=== service_1_countdown_ctrl ===
service_1_countdown_ctrl/congestion.png
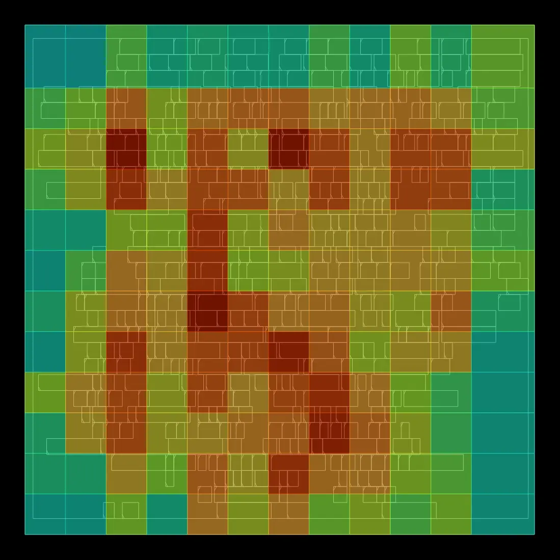
--- config.mk ---
export PLATFORM = sky130hd
export DESIGN_NAME = service_1_countdown_ctrl
export DESIGN_NICKNAME = d
export VERILOG_FILES = /design/src/rtl/service_pkg.sv /design/src/rtl/bcd_mmss_dec.sv /design/src/rtl/service_1_countdown_ctrl.sv
export SDC_FILE = /design/constraint.sdc
export NUM_CORES = 1
export LEC_CHECK = 0
export CORE_UTILIZATION = 50
export CTS_CLUSTER_SIZE = 40
export DETAILED_ROUTE_END_ITERATION = 16
export PLACE_DENSITY = 0.8
export SETUP_SLACK_MARGIN = 0.05
export SLEW_MARGIN = 40
export SYNTH_ARGS = -nofsm -noshare
export SYNTH_HDL_FRONTEND = slang
export SYNTH_SLANG_ARGS = --single-unit
--- constraint.sdc ---
create_clock -name clk -period 6.7 [get_ports clk]
set_clock_uncertainty 0.15 [all_clocks]
set_input_delay 2.01 -clock clk [delete_from_list [all_inputs] [get_ports clk]]
set_output_delay 2.01 -clock clk [all_outputs]
set_load 0.02 [all_outputs]
--- src/rtl/service_pkg.sv ---
// Shared definitions for the countdown service: FSM state encoding,
// BCD digit limits, MM:SS field offsets and a digit clamp helper.
package service_pkg;

  typedef enum logic [2:0] {
    ST_IDLE  = 3'd0,
    ST_READY = 3'd1,
    ST_RUN   = 3'd2,
    ST_PAUSE = 3'd3,
    ST_ALARM = 3'd4
  } state_e;

  localparam logic [3:0] BCD_MAX      = 4'd9;
  localparam logic [3:0] SEC_TENS_MAX = 4'd5;

  // Bit offsets of each BCD digit inside the 16-bit MM:SS word.
  localparam int MIN_TENS_LSB = 12;
  localparam int MIN_ONES_LSB = 8;
  localparam int SEC_TENS_LSB = 4;
  localparam int SEC_ONES_LSB = 0;

  // Clamp every nibble of an MM:SS word to a legal BCD digit (>9 becomes 9).
  // Seconds tens above 5 are deliberately left alone; they count down as-is.
  function automatic logic [15:0] bcd_clamp_mmss(input logic [15:0] t);
    logic [15:0] r;
    r = t;
    for (int i = 0; i < 4; i++) begin
      if (t[i*4 +: 4] > BCD_MAX) begin
        r[i*4 +: 4] = BCD_MAX;
      end else begin
        r[i*4 +: 4] = t[i*4 +: 4];
      end
    end
    return r;
  endfunction

endpackage

--- src/rtl/bcd_mmss_dec.sv ---
// Combinational one-second decrement of a BCD MM:SS word, plus a flag that
// the decremented result is 00:00.
module bcd_mmss_dec
  import service_pkg::*;
(
  input  logic [15:0] mmss_i,
  output logic [15:0] dec_o,
  output logic        zero_o
);

  logic [3:0] so_s, st_s, mo_s, mt_s;
  logic [3:0] so_d, st_d, mo_d, mt_d;

  assign so_s = mmss_i[SEC_ONES_LSB +: 4];
  assign st_s = mmss_i[SEC_TENS_LSB +: 4];
  assign mo_s = mmss_i[MIN_ONES_LSB +: 4];
  assign mt_s = mmss_i[MIN_TENS_LSB +: 4];

  // Ripple a borrow from seconds ones up to minute tens; seconds wrap 00->59.
  always_comb begin
    so_d = so_s;
    st_d = st_s;
    mo_d = mo_s;
    mt_d = mt_s;
    if (so_s != 4'd0) begin
      so_d = so_s - 4'd1;
    end else begin
      so_d = BCD_MAX;
      if (st_s != 4'd0) begin
        st_d = st_s - 4'd1;
      end else begin
        st_d = SEC_TENS_MAX;
        if (mo_s != 4'd0) begin
          mo_d = mo_s - 4'd1;
        end else begin
          mo_d = BCD_MAX;
          if (mt_s != 4'd0) begin
            mt_d = mt_s - 4'd1;
          end else begin
            mt_d = BCD_MAX;
          end
        end
      end
    end
  end

  assign dec_o  = {mt_d, mo_d, st_d, so_d};
  assign zero_o = (dec_o == 16'h0000);

endmodule

--- src/rtl/service_1_countdown_ctrl.sv ---
// Countdown timer controller: IDLE/READY/RUN/PAUSE/ALARM FSM, one-second
// prescaler, alarm duration counter and display digit enables.
// Optional build macro SERVICE_1_PAUSE_BLINK_EN makes the display blink at
// half-second rate while paused; without it the display stays lit in PAUSE.
module service_1_countdown_ctrl
  import service_pkg::*;
#(
  parameter int CLK_HZ    = 100000000,
  parameter int ALARM_SEC = 5
) (
  input  logic        clk,
  input  logic        reset,
  input  logic        load,
  input  logic [15:0] time_in,
  input  logic        start_stop,
  input  logic        clear,
  output logic [15:0] num,
  output logic [3:0]  sel,
  output logic [2:0]  state,
  output logic        alarm,
  output logic        done
);

  localparam int            PW         = (CLK_HZ > 1) ? $clog2(CLK_HZ) : 1;
  localparam logic [PW-1:0] PRESC_MAX  = PW'(CLK_HZ - 1);
  localparam logic [3:0]    ALARM_LAST = 4'(ALARM_SEC - 1);

  state_e        state_q, state_d;
  logic [15:0]   num_q, num_d;
  logic [PW-1:0] presc_q, presc_d;
  logic [3:0]    acnt_q, acnt_d;
  logic          done_q, done_d;
  logic          alarm_q, alarm_d;
  logic [3:0]    sel_q, sel_d;

  logic          tick_s;
  logic [15:0]   load_val_s;
  logic [15:0]   dec_num_s;
  logic          dec_zero_s;
  logic          blink_off_s;

  assign tick_s     = (presc_q == PRESC_MAX);
  assign load_val_s = bcd_clamp_mmss(time_in);

  bcd_mmss_dec u_dec (
    .mmss_i (num_q),
    .dec_o  (dec_num_s),
    .zero_o (dec_zero_s)
  );

  // Next-state and remaining-time logic; clear beats load beats start_stop.
  always_comb begin
    state_d = state_q;
    num_d   = num_q;
    done_d  = 1'b0;
    if (clear) begin
      state_d = ST_IDLE;
      num_d   = 16'h0000;
    end else begin
      case (state_q)
        ST_IDLE: begin
          if (load) begin
            num_d   = load_val_s;
            state_d = (load_val_s == 16'h0000) ? ST_IDLE : ST_READY;
          end else begin
            state_d = ST_IDLE;
          end
        end
        ST_READY, ST_PAUSE: begin
          if (load) begin
            num_d   = load_val_s;
            state_d = (load_val_s == 16'h0000) ? ST_IDLE : ST_READY;
          end else if (start_stop) begin
            state_d = ST_RUN;
          end else begin
            state_d = state_q;
          end
        end
        ST_RUN: begin
          // A load in RUN is ignored but still masks start_stop that cycle.
          if (tick_s) begin
            num_d = dec_num_s;
          end else begin
            num_d = num_q;
          end
          if (tick_s && dec_zero_s) begin
            state_d = ST_ALARM;
            done_d  = 1'b1;
          end else if (start_stop && !load) begin
            state_d = ST_PAUSE;
          end else begin
            state_d = ST_RUN;
          end
        end
        ST_ALARM: begin
          if (load) begin
            num_d   = load_val_s;
            state_d = (load_val_s == 16'h0000) ? ST_IDLE : ST_READY;
          end else if (start_stop) begin
            state_d = ST_IDLE;
          end else if (tick_s && (acnt_q == ALARM_LAST)) begin
            state_d = ST_IDLE;
          end else begin
            state_d = ST_ALARM;
          end
        end
        default: begin
          state_d = ST_IDLE;
          num_d   = 16'h0000;
        end
      endcase
    end
  end

  // Prescaler: zero in IDLE/READY, free-run in RUN/ALARM, frozen in PAUSE.
  always_comb begin
    presc_d = presc_q;
    if ((state_d == ST_IDLE) || (state_d == ST_READY)) begin
      presc_d = '0;
    end else if ((state_q == ST_RUN) || (state_q == ST_ALARM)) begin
      if (tick_s) begin
        presc_d = '0;
      end else begin
        presc_d = presc_q + PW'(1);
      end
    end else begin
      presc_d = presc_q;
    end
  end

  // Count elapsed seconds while staying in ALARM; restarts on every entry.
  always_comb begin
    acnt_d = 4'd0;
    if ((state_q == ST_ALARM) && (state_d == ST_ALARM)) begin
      if (tick_s) begin
        acnt_d = acnt_q + 4'd1;
      end else begin
        acnt_d = acnt_q;
      end
    end else begin
      acnt_d = 4'd0;
    end
  end

`ifdef SERVICE_1_PAUSE_BLINK_EN
  localparam int            HALF      = ((CLK_HZ / 2) > 1) ? (CLK_HZ / 2) : 1;
  localparam int            BW        = (HALF > 1) ? $clog2(HALF) : 1;
  localparam logic [BW-1:0] HALF_LAST = BW'(HALF - 1);

  logic [BW-1:0] blink_cnt_q, blink_cnt_d;
  logic          blink_phase_q, blink_phase_d;

  // Half-second blink timer, restarted lit on every PAUSE entry.
  always_comb begin
    blink_cnt_d   = '0;
    blink_phase_d = 1'b0;
    if ((state_q == ST_PAUSE) && (state_d == ST_PAUSE)) begin
      if (blink_cnt_q == HALF_LAST) begin
        blink_cnt_d   = '0;
        blink_phase_d = ~blink_phase_q;
      end else begin
        blink_cnt_d   = blink_cnt_q + BW'(1);
        blink_phase_d = blink_phase_q;
      end
    end else begin
      blink_cnt_d   = '0;
      blink_phase_d = 1'b0;
    end
  end

  // Blink timer registers.
  always_ff @(posedge clk or negedge reset) begin
    if (!reset) begin
      blink_cnt_q   <= '0;
      blink_phase_q <= 1'b0;
    end else begin
      blink_cnt_q   <= blink_cnt_d;
      blink_phase_q <= blink_phase_d;
    end
  end

  assign blink_off_s = blink_phase_d;
`else
  assign blink_off_s = 1'b0;
`endif

  // Registered output decode driven from the next state.
  always_comb begin
    alarm_d = (state_d == ST_ALARM);
    sel_d   = 4'b1111;
    case (state_d)
      ST_IDLE:  sel_d = 4'b0000;
      ST_PAUSE: sel_d = blink_off_s ? 4'b0000 : 4'b1111;
      default:  sel_d = 4'b1111;
    endcase
  end

  // State, time, prescaler and output registers.
  always_ff @(posedge clk or negedge reset) begin
    if (!reset) begin
      state_q <= ST_IDLE;
      num_q   <= 16'h0000;
      presc_q <= '0;
      acnt_q  <= 4'd0;
      done_q  <= 1'b0;
      alarm_q <= 1'b0;
      sel_q   <= 4'b0000;
    end else begin
      state_q <= state_d;
      num_q   <= num_d;
      presc_q <= presc_d;
      acnt_q  <= acnt_d;
      done_q  <= done_d;
      alarm_q <= alarm_d;
      sel_q   <= sel_d;
    end
  end

  assign num   = num_q;
  assign sel   = sel_q;
  assign state = state_q;
  assign alarm = alarm_q;
  assign done  = done_q;

endmodule

==> flow_summary.toml <==
# generated from flow reports
[status]
status = "completed"

[yosys]
ys_cells = 433
async_reset_ff_share_pct = 100
ys_seq_share_pct = 37.0
simple_gate_share_pct = 29.4
synth_flop_count = 53
ys.warnings.count = 0
top_area_share_pct = 37.0
yosysChipArea_um2 = 3580
syn_area_um2 = 3580
ys_types = 57

[sta]
max_freq_ghz = 0.229
drv_slew = 0
fin_crit_ps = 4380
rsz0062_at_grt = "false"
worst_pin_slew_ps = 824
hold_ws_ps = 388

[die]
core_area_um2 = 6870
dieArea_um2 = 7500

[layout]
buf_share_pct = 11.6
seq-cell-share_pct = 31.3
comb_cells = 325
nonClockBufferCount = 51
clk_share_pct = 3.16
drive_gt1_share_pct = 6.48
nNetsFinal = 488
stdcell_area_um2 = 4240
comb_area_share_pct = 48.8

[worst_setup_path]
critical_path.max_stage_delay_ps = 540
worst-path-buf-inv = 3
r2r_cells = 7
startpoint = "load"
critPathKind = "in2reg"
crit_path_max_fanout = 33
r2r_end = "num[11]"
end_kind = "flip-flop"

[power_and_ir_drop]
switching_power_uw = 206
power.share.sequential_pct = 45.9
pg_clk_uw = 265
pwr-share-comb_pct = 18.4
clockPowerShare_pct = 35.8

[global_routing]
grt-busiest-layer = "met2"

[clocking]
ctsHoldBuffers = 0
cts_root_buffer = "clkbuf_8"
tritoncts = "built"
cts.htree.levels = 2
cts.clk_slew.worst_paths_ps = 100

[routing]
postRouteAntennaNets = 0
route.detailed.drc = 0
first_pass_iters = 5
vias_per_cell = 6.57

[min_path]
hold_depth = 1
hold_class = "reg2reg"

[place]
dpl-instance-area_um2 = 4100
dp.cells = 551
## Picture notes: service_1_countdown_ctrl/congestion.png
met1 Resource Use GR: 37.4%
GR Layer Usage met2: 43.6%
WL per Instance: 17.5 um
GRT Resource Usage Total: 27.2%

[state kept, by name, summed over array words and instances (netlist names)]
| signal | flops |
|---|---|
| state | 3 |
| done | 1 |
| sel | 1 |
| acnt_q | 4 |
| presc_q | 27 |
| alarm | 1 |
| num | 16 |
[cell usage after synthesis, types with 4 or more instances]
| master | n |
|---|---|
| or3_1 | 11 |
| o21a_1 | 5 |
| or4_1 | 6 |
| and3_1 | 8 |
| nand3_1 | 28 |
| nor3_1 | 11 |
| nand4_1 | 26 |
| inv_1 | 26 |
| a31oi_1 | 19 |
| nor2b_1 | 4 |
| mux2i_1 | 11 |
| dfrtp_1 | 53 |
| nor4_1 | 8 |
| o21ai_0 | 30 |
| nand2b_1 | 4 |
| o31ai_1 | 4 |
| nor2_1 | 32 |
| a22o_1 | 11 |
| ha_1 | 5 |
| nand2_1 | 27 |
| a32o_1 | 6 |
| clkbuf_1 | 20 |
| a21oi_1 | 12 |
| o22ai_1 | 10 |
[kinds of logic after synthesis]
kind of cell,Yosys count
buffers and inverters,55
adder cells (fa/ha/maj),5
AND/OR/NAND/NOR,190
flip-flops,53
AND-OR/OR-AND,115
XOR/XNOR,3
multiplexers,12

=== conv3x3_filter ===
conv3x3_filter/congestion.png
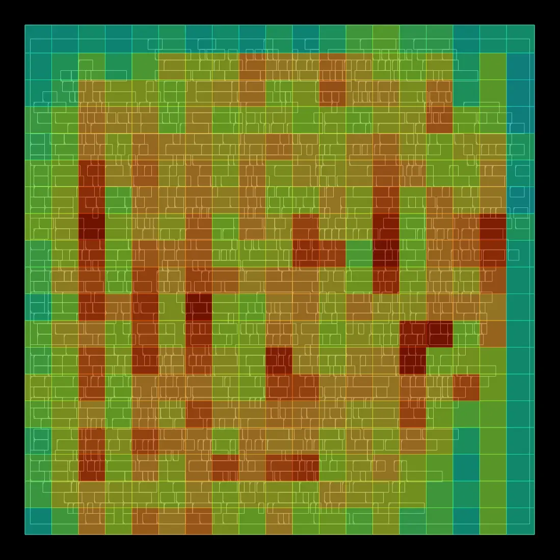
conv3x3_filter/placement_by_type.png
Scale bar: 50 um.
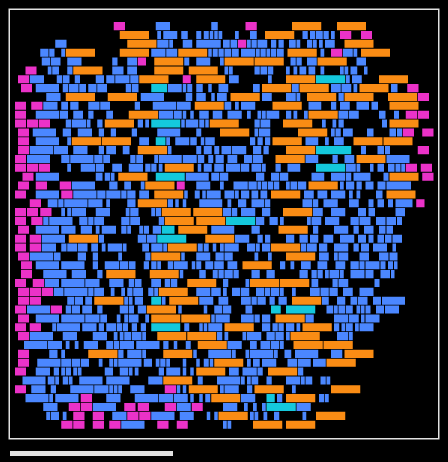
`config.mk`:
```
export PLATFORM = sky130hd
export DESIGN_NAME = conv3x3_filter
export DESIGN_NICKNAME = d
export VERILOG_FILES = /design/src/rtl/conv_pkg.sv /design/src/rtl/conv3x3_datapath.sv /design/src/rtl/conv3x3_filter.sv
export SDC_FILE = /design/constraint.sdc
export NUM_CORES = 1
export LEC_CHECK = 0
export CAP_MARGIN = 10
export CORE_UTILIZATION = 54
export CTS_CLUSTER_SIZE = 12
export DETAILED_ROUTE_END_ITERATION = 7
export HOLD_SLACK_MARGIN = 0.15
export PLACE_DENSITY = 0.76
export SYNTH_ARGS = -nofsm -noshare
export SYNTH_HDL_FRONTEND = slang
export SYNTH_SLANG_ARGS = --single-unit
```
`constraint.sdc`:
```
create_clock -name clk -period 7.3 [get_ports clk]
set_input_delay 1.46 -clock clk [delete_from_list [all_inputs] [get_ports clk]]
set_output_delay 1.46 -clock clk [all_outputs]
set_load 0.05 [all_outputs]
```
`src/rtl/conv_pkg.sv`:
```
// Shared types and constants for the 3x3 window filter: FSM states, mode
// encodings, default image geometry and arithmetic constants.
package conv_pkg;

    typedef enum logic [1:0] {
        IDLE  = 2'd0,
        RUN   = 2'd1,
        DRAIN = 2'd2,
        DONE  = 2'd3
    } state_t;

    localparam logic MODE_GAUSS = 1'b0;
    localparam logic MODE_SOBEL = 1'b1;

    localparam int DEF_IMG_W = 256;
    localparam int DEF_IMG_H = 32;

    localparam int GAUSS_ROUND = 8;
    localparam int GAUSS_SHIFT = 4;
    localparam int SAT_MAX     = 255;

    // Clamp a 12-bit magnitude to the 8-bit pixel range.
    function automatic logic [7:0] sat8(input logic [11:0] v);
        return (v > 12'(SAT_MAX)) ? 8'(SAT_MAX) : v[7:0];
    endfunction

endpackage

```
`src/rtl/conv3x3_datapath.sv`:
```
// Three-stage arithmetic pipeline: weighted partial sums, Gaussian total and
// signed gradients, then round/shift or abs+saturate. No frame awareness.
module conv3x3_datapath
    import conv_pkg::*;
(
    input  logic        clk,
    input  logic        rst_n,
    input  logic        in_valid_i,
    input  logic        mode_i,
    input  logic [71:0] window_i,
    output logic        s1_valid_o,
    output logic        s2_valid_o,
    output logic        wr_o,
    output logic [7:0]  pixel_o
);

    logic [9:0] row_d [3];
    logic [9:0] col_d [2];
    logic [9:0] row_q [3];
    logic [9:0] col_q [2];
    logic       v1_q;

    // Row sums feed both the Gaussian total and Gy; only the outer columns are needed for Gx.
    genvar gi;
    generate
        for (gi = 0; gi < 3; gi++) begin : g_row
            assign row_d[gi] = 10'(window_i[24*gi +: 8])
                             + {1'b0, window_i[24*gi+8 +: 8], 1'b0}
                             + 10'(window_i[24*gi+16 +: 8]);
        end
        for (gi = 0; gi < 2; gi++) begin : g_col
            assign col_d[gi] = 10'(window_i[16*gi +: 8])
                             + {1'b0, window_i[16*gi+24 +: 8], 1'b0}
                             + 10'(window_i[16*gi+48 +: 8]);
        end
    endgenerate

    always_ff @(posedge clk or negedge rst_n) begin
        if (!rst_n) begin
            v1_q <= 1'b0;
            for (int i = 0; i < 3; i++) row_q[i] <= '0;
            for (int i = 0; i < 2; i++) col_q[i] <= '0;
        end else begin
            v1_q <= in_valid_i;
            if (in_valid_i) begin
                for (int i = 0; i < 3; i++) row_q[i] <= row_d[i];
                for (int i = 0; i < 2; i++) col_q[i] <= col_d[i];
            end
        end
    end

    logic [11:0]        gsum_d, gsum_q;
    logic signed [10:0] gx_d, gy_d, gx_q, gy_q;
    logic               v2_q;

    assign gsum_d = {2'b00, row_q[0]} + {1'b0, row_q[1], 1'b0} + {2'b00, row_q[2]};
    assign gx_d   = $signed({1'b0, col_q[1]}) - $signed({1'b0, col_q[0]});
    assign gy_d   = $signed({1'b0, row_q[2]}) - $signed({1'b0, row_q[0]});

    always_ff @(posedge clk or negedge rst_n) begin
        if (!rst_n) begin
            v2_q   <= 1'b0;
            gsum_q <= '0;
            gx_q   <= '0;
            gy_q   <= '0;
        end else begin
            v2_q <= v1_q;
            if (v1_q) begin
                gsum_q <= gsum_d;
                gx_q   <= gx_d;
                gy_q   <= gy_d;
            end
        end
    end

    logic [10:0] gx_abs_d, gy_abs_d;
    logic [11:0] mag_d;
    logic [7:0]  gauss_pix_d, sobel_pix_d, pix_d, pix_q;
    logic        v3_q;

    assign gx_abs_d    = gx_q[10] ? 11'(-gx_q) : 11'(gx_q);
    assign gy_abs_d    = gy_q[10] ? 11'(-gy_q) : 11'(gy_q);
    assign mag_d       = {1'b0, gx_abs_d} + {1'b0, gy_abs_d};
    assign sobel_pix_d = sat8(mag_d);
    // Max rounded total is 4088, so the shifted value always fits in 8 bits.
    assign gauss_pix_d = 8'((gsum_q + 12'(GAUSS_ROUND)) >> GAUSS_SHIFT);
    assign pix_d       = (mode_i == MODE_SOBEL) ? sobel_pix_d : gauss_pix_d;

    always_ff @(posedge clk or negedge rst_n) begin
        if (!rst_n) begin
            v3_q  <= 1'b0;
            pix_q <= '0;
        end else begin
            v3_q <= v2_q;
            if (v2_q) pix_q <= pix_d;
        end
    end

    assign s1_valid_o = v1_q;
    assign s2_valid_o = v2_q;
    assign wr_o       = v3_q;
    assign pixel_o    = pix_q;

endmodule

```
`src/rtl/conv3x3_filter.sv`:
```
// Frame controller around the 3x3 filter pipeline: accepts IMG_W*IMG_H windows
// per frame, drains the pipeline, then flags done.
module conv3x3_filter
    import conv_pkg::*;
#(
    parameter int IMG_W       = DEF_IMG_W,
    parameter int IMG_H       = DEF_IMG_H,
    parameter int FRAME_CNT_W = 15
) (
    input  logic       clk,
    input  logic       rst_n,
    input  logic       start,
    input  logic       mode,
    input  logic       in_valid,
    input  logic [7:0] pixelr1,
    input  logic [7:0] pixelr2,
    input  logic [7:0] pixelr3,
    input  logic [7:0] pixelr4,
    input  logic [7:0] pixelr5,
    input  logic [7:0] pixelr6,
    input  logic [7:0] pixelr7,
    input  logic [7:0] pixelr8,
    input  logic [7:0] pixelr9,
    output logic [7:0] pixelw,
    output logic       wr,
    output logic       busy,
    output logic       done
);

    localparam logic [FRAME_CNT_W-1:0] LAST_IDX = FRAME_CNT_W'(IMG_W * IMG_H - 1);

    state_t                 state_q;
    logic [FRAME_CNT_W-1:0] cnt_q;
    logic                   mode_q;
    logic                   busy_q;
    logic                   done_q;
    logic                   accept;
    logic                   s1_valid, s2_valid;

    assign accept = in_valid && (state_q == RUN);

    always_ff @(posedge clk or negedge rst_n) begin
        if (!rst_n) begin
            state_q <= IDLE;
            cnt_q   <= '0;
            mode_q  <= MODE_GAUSS;
            busy_q  <= 1'b0;
            done_q  <= 1'b0;
        end else begin
            case (state_q)
                IDLE, DONE: begin
                    if (start) begin
                        state_q <= RUN;
                        mode_q  <= mode;
                        cnt_q   <= '0;
                        busy_q  <= 1'b1;
                        done_q  <= 1'b0;
                    end
                end
                RUN: begin
                    if (in_valid) begin
                        cnt_q <= cnt_q + 1'b1;
                        if (cnt_q == LAST_IDX) state_q <= DRAIN;
                    end
                end
                DRAIN: begin
                    // Once stages 1 and 2 are empty the final result is on wr this cycle.
                    if (!s1_valid && !s2_valid) begin
                        state_q <= DONE;
                        busy_q  <= 1'b0;
                        done_q  <= 1'b1;
                    end
                end
                default: state_q <= IDLE;
            endcase
        end
    end

    conv3x3_datapath u_datapath (
        .clk        (clk),
        .rst_n      (rst_n),
        .in_valid_i (accept),
        .mode_i     (mode_q),
        .window_i   ({pixelr9, pixelr8, pixelr7, pixelr6, pixelr5,
                      pixelr4, pixelr3, pixelr2, pixelr1}),
        .s1_valid_o (s1_valid),
        .s2_valid_o (s2_valid),
        .wr_o       (wr),
        .pixel_o    (pixelw)
    );

    assign busy = busy_q;
    assign done = done_q;

endmodule

```
==> flow_summary.toml <==
# generated from flow reports
[clocking]
cts.clk_slew.worst_paths_ps = 70
cts.htree.levels = 3
cts_root_buffer = "clkbuf_16"
cts_setup_buffers = 0
cts.sinks = 112

[layout]
area_growth_pct = 15.3
largestRegisters = "u_datapath.row_q (30), u_datapath.col_q (20), cnt_q (15)"
stdcell_count = 1234
drive_gt1_share_pct = 4.72

[sta]
timing.slew.headroom_pct = 33.8
skew_ps = 13.8
setup_ws_ps = 3280

[yosys]
ys_seq_share_pct = 31.0
top_cell = "dfrtp_1"
top_cells_by_count = "dfrtp_1, ha_1, o21ai_0"
async_reset_ff_share_pct = 100
top_area_share_pct = 31.0
ys_types = 68

[global_routing]
grt_use_met3_pct = 2.55

[worst_setup_path]
cp.required_ps = 7550
reg2reg_from = "u_datapath.gy_q[0]"
end_kind = "flip-flop"
r2r_cells = 13
rrSetupSlack_ps = 3650
critPathArrivalTime_ps = 4270

[power_and_ir_drop]
pg_clk_uw = 522
pwr_density_cell_nw_per_um2 = 484
power_uw = 5050

[routing]
route.detailed.drc = 0
wl_met1_um = 9760
postRouteAntennaNets = 0
vias_per_cell = 5.73
drt-total-wl_um = 20000
wl_per_cell_um = 16.2

[flow_run]
log.warning_count = 29

[die]
fp_util_pct = 56.1
chipHeight_um = 131

[status]
status = "completed"

[place]
dpl-instance-area_um2 = 10100
dp_slack_ps = 2940

[min_path]
worst_hold_startpoint = "u_datapath.col_q[10]"
Notes on conv3x3_filter/congestion.png above:
met1 Resource Use GR: 35.5%
GR peak layer: met2

Notes on conv3x3_filter/placement_by_type.png above:
| colour | class | cells | share of their area |
|---|---|---|---|
| blue | combinational and other logic | 799 | 60% |
| magenta | remaining buffers and delay cells | 91 | 8.8% |
| orange | sequential cells | 112 | 28% |
| cyan | clock drivers and dummy loads | 16 | 3.1% |
std cell rows: 46
post-route cell area: 10400 um^2
Core ar.: 16100 um^2
post-layout util: 64.7%
flop share of the area: 26.9%

==> layout make-up <==
class                   count  area (um^2)
multi-input cells         727         5870
fillers                  1345         5690
flip-flops and latches    112         2800
repair buffers             91          898
inverters                  72          270
well taps                 216          270
clock buffers              10          239
clock inverters             6         75.1
==> layout by cell type, fill, tap and decap left out, types with 13 or more instances in the layout <==
cell type	instances
a21o_1	20
a21oi_1	40
clkdlybuf4s50_1	86
dfrtp_1	112
fa_1	52
ha_1	93
inv_1	71
nand2_1	79
nand3_1	13
nor2_1	45
nor2b_1	13
nor3_1	23
nor3b_1	13
o21a_1	21
o21ai_0	82
o31ai_1	16
or3_1	19
xnor2_1	34
xor2_1	27
==> cell families (layout without fill, tap and decap cells) <==
logic type	count (synthesis)	after routing	synth area share, %
compound gates	255	255	18.5
buf+inv	96	179	4.11
flops	112	112	31.0
mux	14	14	1.66
fa+ha+maj	145	145	24.4
xor+xnor	61	61	5.91
simple gates	252	252	14.4
==> critical path: stages <==
cell and delay (ps):
clkdlybuf4s50_1 480, fa_1 570, ha_1 170, inv_1 50, fa_1 380, nor2b_1 160
o21ai_0 170, a21boi_0 290, o21a_1 170, o21ai_0 110, a31o_2 250

=== hsid_sq_diff_acc ===
hsid_sq_diff_acc/congestion.png
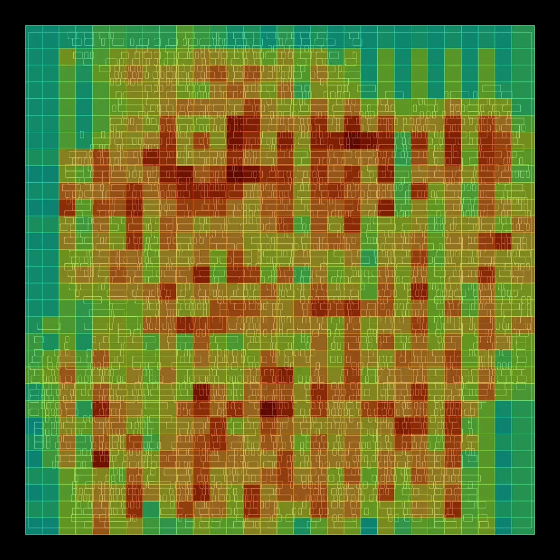
hsid_sq_diff_acc/clk_routes.png
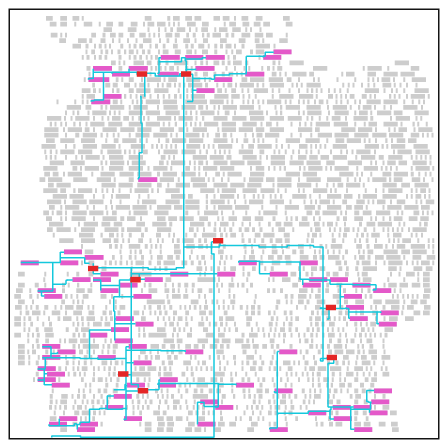
===== src/rtl/hsid_sq_diff_acc.sv =====
// Sum of squared differences over band_count paired pops from the test and
// reference FIFOs; result offered on a valid/ready handshake.
module hsid_sq_diff_acc #(
    parameter int unsigned DATA_WIDTH     = 16,
    parameter int unsigned BAND_CNT_WIDTH = 8,
    parameter int unsigned ACC_WIDTH      = 40
) (
    input  logic                      clk,
    input  logic                      rst_n,
    input  logic                      clear,
    input  logic                      start,
    input  logic [BAND_CNT_WIDTH-1:0] band_count,
    input  logic                      vctr_empty,
    input  logic                      ref_empty,
    output logic                      vctr_rd_en,
    output logic                      ref_rd_en,
    input  logic [DATA_WIDTH-1:0]     vctr_data,
    input  logic [DATA_WIDTH-1:0]     ref_data,
    output logic                      busy,
    output logic [ACC_WIDTH-1:0]      result,
    output logic                      result_valid,
    input  logic                      result_ready
);

    localparam int unsigned SQ_WIDTH = 2 * DATA_WIDTH + 2;

    typedef enum logic [1:0] {IDLE, READ, DRAIN, DONE} state_t;

    state_t                      state;
    logic [BAND_CNT_WIDTH-1:0]   bands;
    logic [BAND_CNT_WIDTH-1:0]   issued;
    logic [BAND_CNT_WIDTH-1:0]   returned;
    logic                        pair_v;
    logic                        diff_v;
    logic signed [DATA_WIDTH:0]  diff;
    logic signed [SQ_WIDTH-1:0]  diff_ext;
    logic signed [SQ_WIDTH-1:0]  sq;
    logic [ACC_WIDTH:0]          sum;
    logic [ACC_WIDTH-1:0]        acc;
    logic [ACC_WIDTH-1:0]        acc_next;
    logic                        rd;

    assign rd         = (state == READ) && !clear && !vctr_empty && !ref_empty
                        && (issued < bands);
    assign vctr_rd_en = rd;
    assign ref_rd_en  = rd;
    assign busy       = (state != IDLE);
    assign result     = acc;

    // Carry out of the widened sum selects the all-ones clamp.
    always_comb begin
        diff_ext = SQ_WIDTH'(diff);
        sq       = diff_ext * diff_ext;
        sum      = {1'b0, acc} + (ACC_WIDTH + 1)'($unsigned(sq));
        acc_next = sum[ACC_WIDTH] ? '1 : sum[ACC_WIDTH-1:0];
    end

    always_ff @(posedge clk or negedge rst_n) begin
        if (!rst_n) begin
            state        <= IDLE;
            bands        <= '0;
            issued       <= '0;
            returned     <= '0;
            pair_v       <= 1'b0;
            diff_v       <= 1'b0;
            diff         <= '0;
            acc          <= '0;
            result_valid <= 1'b0;
        end else if (clear) begin
            state        <= IDLE;
            issued       <= '0;
            returned     <= '0;
            pair_v       <= 1'b0;
            diff_v       <= 1'b0;
            acc          <= '0;
            result_valid <= 1'b0;
        end else begin
            pair_v <= rd;
            diff_v <= pair_v;
            if (pair_v)
                diff <= $signed({1'b0, vctr_data}) - $signed({1'b0, ref_data});
            if (diff_v) begin
                acc      <= acc_next;
                returned <= returned + BAND_CNT_WIDTH'(1);
            end
            if (rd)
                issued <= issued + BAND_CNT_WIDTH'(1);

            case (state)
                IDLE: begin
                    if (start) begin
                        bands    <= band_count;
                        acc      <= '0;
                        issued   <= '0;
                        returned <= '0;
                        if (band_count == '0) begin
                            state        <= DONE;
                            result_valid <= 1'b1;
                        end else begin
                            state <= READ;
                        end
                    end
                end
                READ: begin
                    if (issued == bands)
                        state <= DRAIN;
                end
                DRAIN: begin
                    // Leave on the same edge the final square is accumulated.
                    if (diff_v && (returned + BAND_CNT_WIDTH'(1) == bands)) begin
                        state        <= DONE;
                        result_valid <= 1'b1;
                    end
                end
                DONE: begin
                    if (result_ready) begin
                        state        <= IDLE;
                        result_valid <= 1'b0;
                    end
                end
                default: state <= IDLE;
            endcase
        end
    end

endmodule


===== config.mk =====
export PLATFORM = sky130hd
export DESIGN_NAME = hsid_sq_diff_acc
export DESIGN_NICKNAME = d
export VERILOG_FILES = /design/src/rtl/hsid_sq_diff_acc.sv
export SDC_FILE = /design/constraint.sdc
export NUM_CORES = 1
export LEC_CHECK = 0
export ABC_AREA = 1
export CAP_MARGIN = 20
export CELL_PAD_IN_SITES_DETAIL_PLACEMENT = 1
export CELL_PAD_IN_SITES_GLOBAL_PLACEMENT = 1
export CORE_UTILIZATION = 41
export CTS_BUF_LIST = sky130_fd_sc_hd__clkbuf_4 sky130_fd_sc_hd__clkbuf_8
export DETAILED_ROUTE_END_ITERATION = 8
export GPL_ROUTABILITY_DRIVEN = 1
export PLACE_DENSITY = 0.8
export SETUP_SLACK_MARGIN = 0.05
export SYNTH_ARGS = -nofsm -noshare
export SYNTH_HDL_FRONTEND = slang
export SYNTH_SLANG_ARGS = --single-unit

===== constraint.sdc =====
create_clock -name clk -period 7.7 [get_ports clk]
set_input_delay 2.31 -clock clk [delete_from_list [all_inputs] [get_ports clk]]
set_output_delay 2.31 -clock clk [all_outputs]
set_load 0.02 [all_outputs]

==> flow_summary.toml <==
# generated from flow reports
[status]
status = "completed"

[yosys]
top_area_cell = "fa_1"
ys_sh_mux_pct = 0
xor_area_share_pct = 4.00
top_cell = "inv_1"
yosysChipArea_um2 = 17700
logic_family = "adder cells"
syn_area_um2 = 17700
ys.warnings.count = 0
top_area_share_pct = 30.6
syn_inst = 2302
topCellsByArea = "fa_1, dfrtp_1, inv_1"
ys_types = 50

[layout]
nonClockBufferCount = 150
nNetsFinal = 2877
clk_share_pct = 1.11

[routing]
postRouteAntennaNets = 0
dr.first_iter.drc_count = 624
routed.top_layer = "met4"
wl_met3_um = 1420
drt-total-wl_um = 51700
wl_met1_um = 22400
first_pass_iters = 5

[place]
hpwl_um = 44600
dp_slack_ps = -189
dp.cells = 2919

[worst_setup_path]
crit_path_max_fanout = 6
crit_slowest_cell = "fa_1"
end_kind = "flip-flop"
critPathKind = "reg2reg"
critical_path_depth = 34

[die]
fp_util_pct = 41.8
dieArea_um2 = 43900

[sta]
hold_ws_ps = 511
worst_pin_slew_ps = 1070
fin_crit_sh_pct = 95.9
rsz0062_at_grt = "true"

[clocking]
ctsResizeCount = 11
cts.sinks = 86
cts.htree.levels = 3
cts.clk_slew.worst_paths_ps = 100
tritoncts = "built"

[min_path]
hold_class = "reg2reg"

[global_routing]
first_global_vias = 16702
overflow = 0

[flow_run]
drv_cap = 0
## Picture notes: hsid_sq_diff_acc/congestion.png
GR peak layer: met2
GRT Resource Usage Total: 24.3%
post-layout util: 47.3%

## Picture notes: hsid_sq_diff_acc/clk_routes.png
[magenta] flip-flops | count: 86
[cyan] clock wires | length: 1670 um
[red] clock drivers | count: 9
flops lie: spread over the die
routed clock nets: 10
worst skew pair latency: 430 ps

## path summary, 6_finish.rpt
kind	startpoint	to	slack (ps)
setup / recovery	diff[10]	result[34]	310
hold / removal	bands[6]	bands[6]	510
setup reg to reg	diff[10]	result[34]	310
hold reg to reg	bands[6]	bands[6]	510
max in group asynchronous	rst_n	diff[12]	4990
min in group asynchronous	rst_n	bands[2]	1710
## worst reg2reg max path, delay by kind of cell (launching register included)
kind                       cells  cell delay, ps
buffers and inverters          7             580
adders and majority gates      8            3720
DFF                            1             530
and+or+nand+nor               17            2160
AOI/OAI and AO/OA              2             270
## stage by stage
stage	setup TNS (ps)	area, um^2
final	0	20000
after CTS	0	19600
after global placement	-52.0	19300
after floorplan	0	17700
after global routing	0	20000
after detailed placement	-2390	19300
## registers in the layout, summed over array words and instances (netlist names)
name and cells:
bands 8, diff 17, diff_v 1, issued 8
pair_v 1, result 40, result_valid 1, returned 8
state 2


## Gallery

Supply network.
Pins as bars on the die edge. Tap cells in grey.
shot_01.png
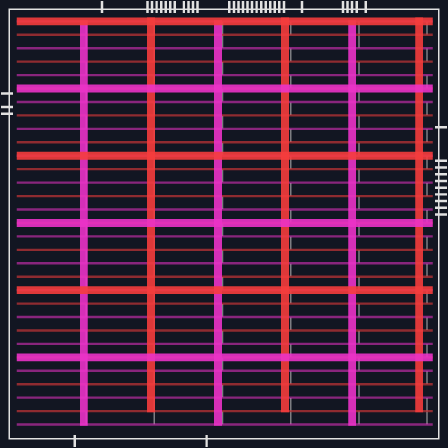
shot_02.png
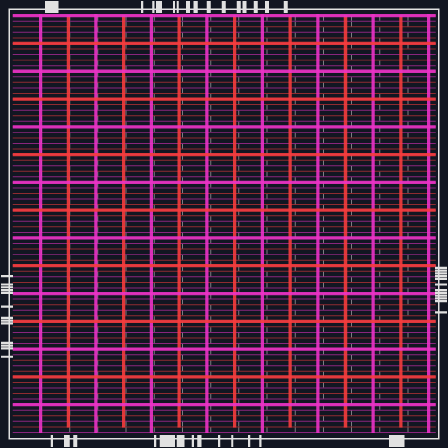
shot_03.png
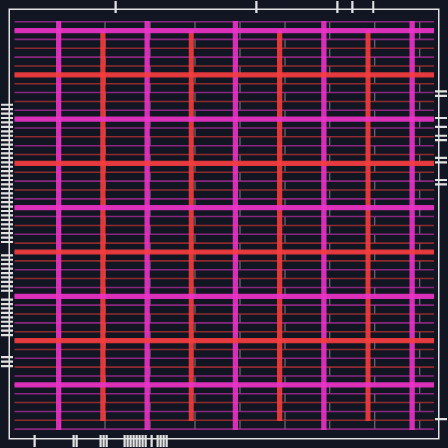
shot_02.png is hsid_sq_diff_acc.
shot_01.png is service_1_countdown_ctrl.
shot_03.png is conv3x3_filter.
The one with the fewest pins is shot_01.png.
The one with the largest die is shot_02.png.

Key to shot_01.png:
| colour | net |
|---|---|
| red | VDD |
| magenta | VSS |
signal pins: 46
tap cells: 96
rows: 30
met5 straps: 6

Power figures rest on the tool's default switching activity, not on a simulated workload.
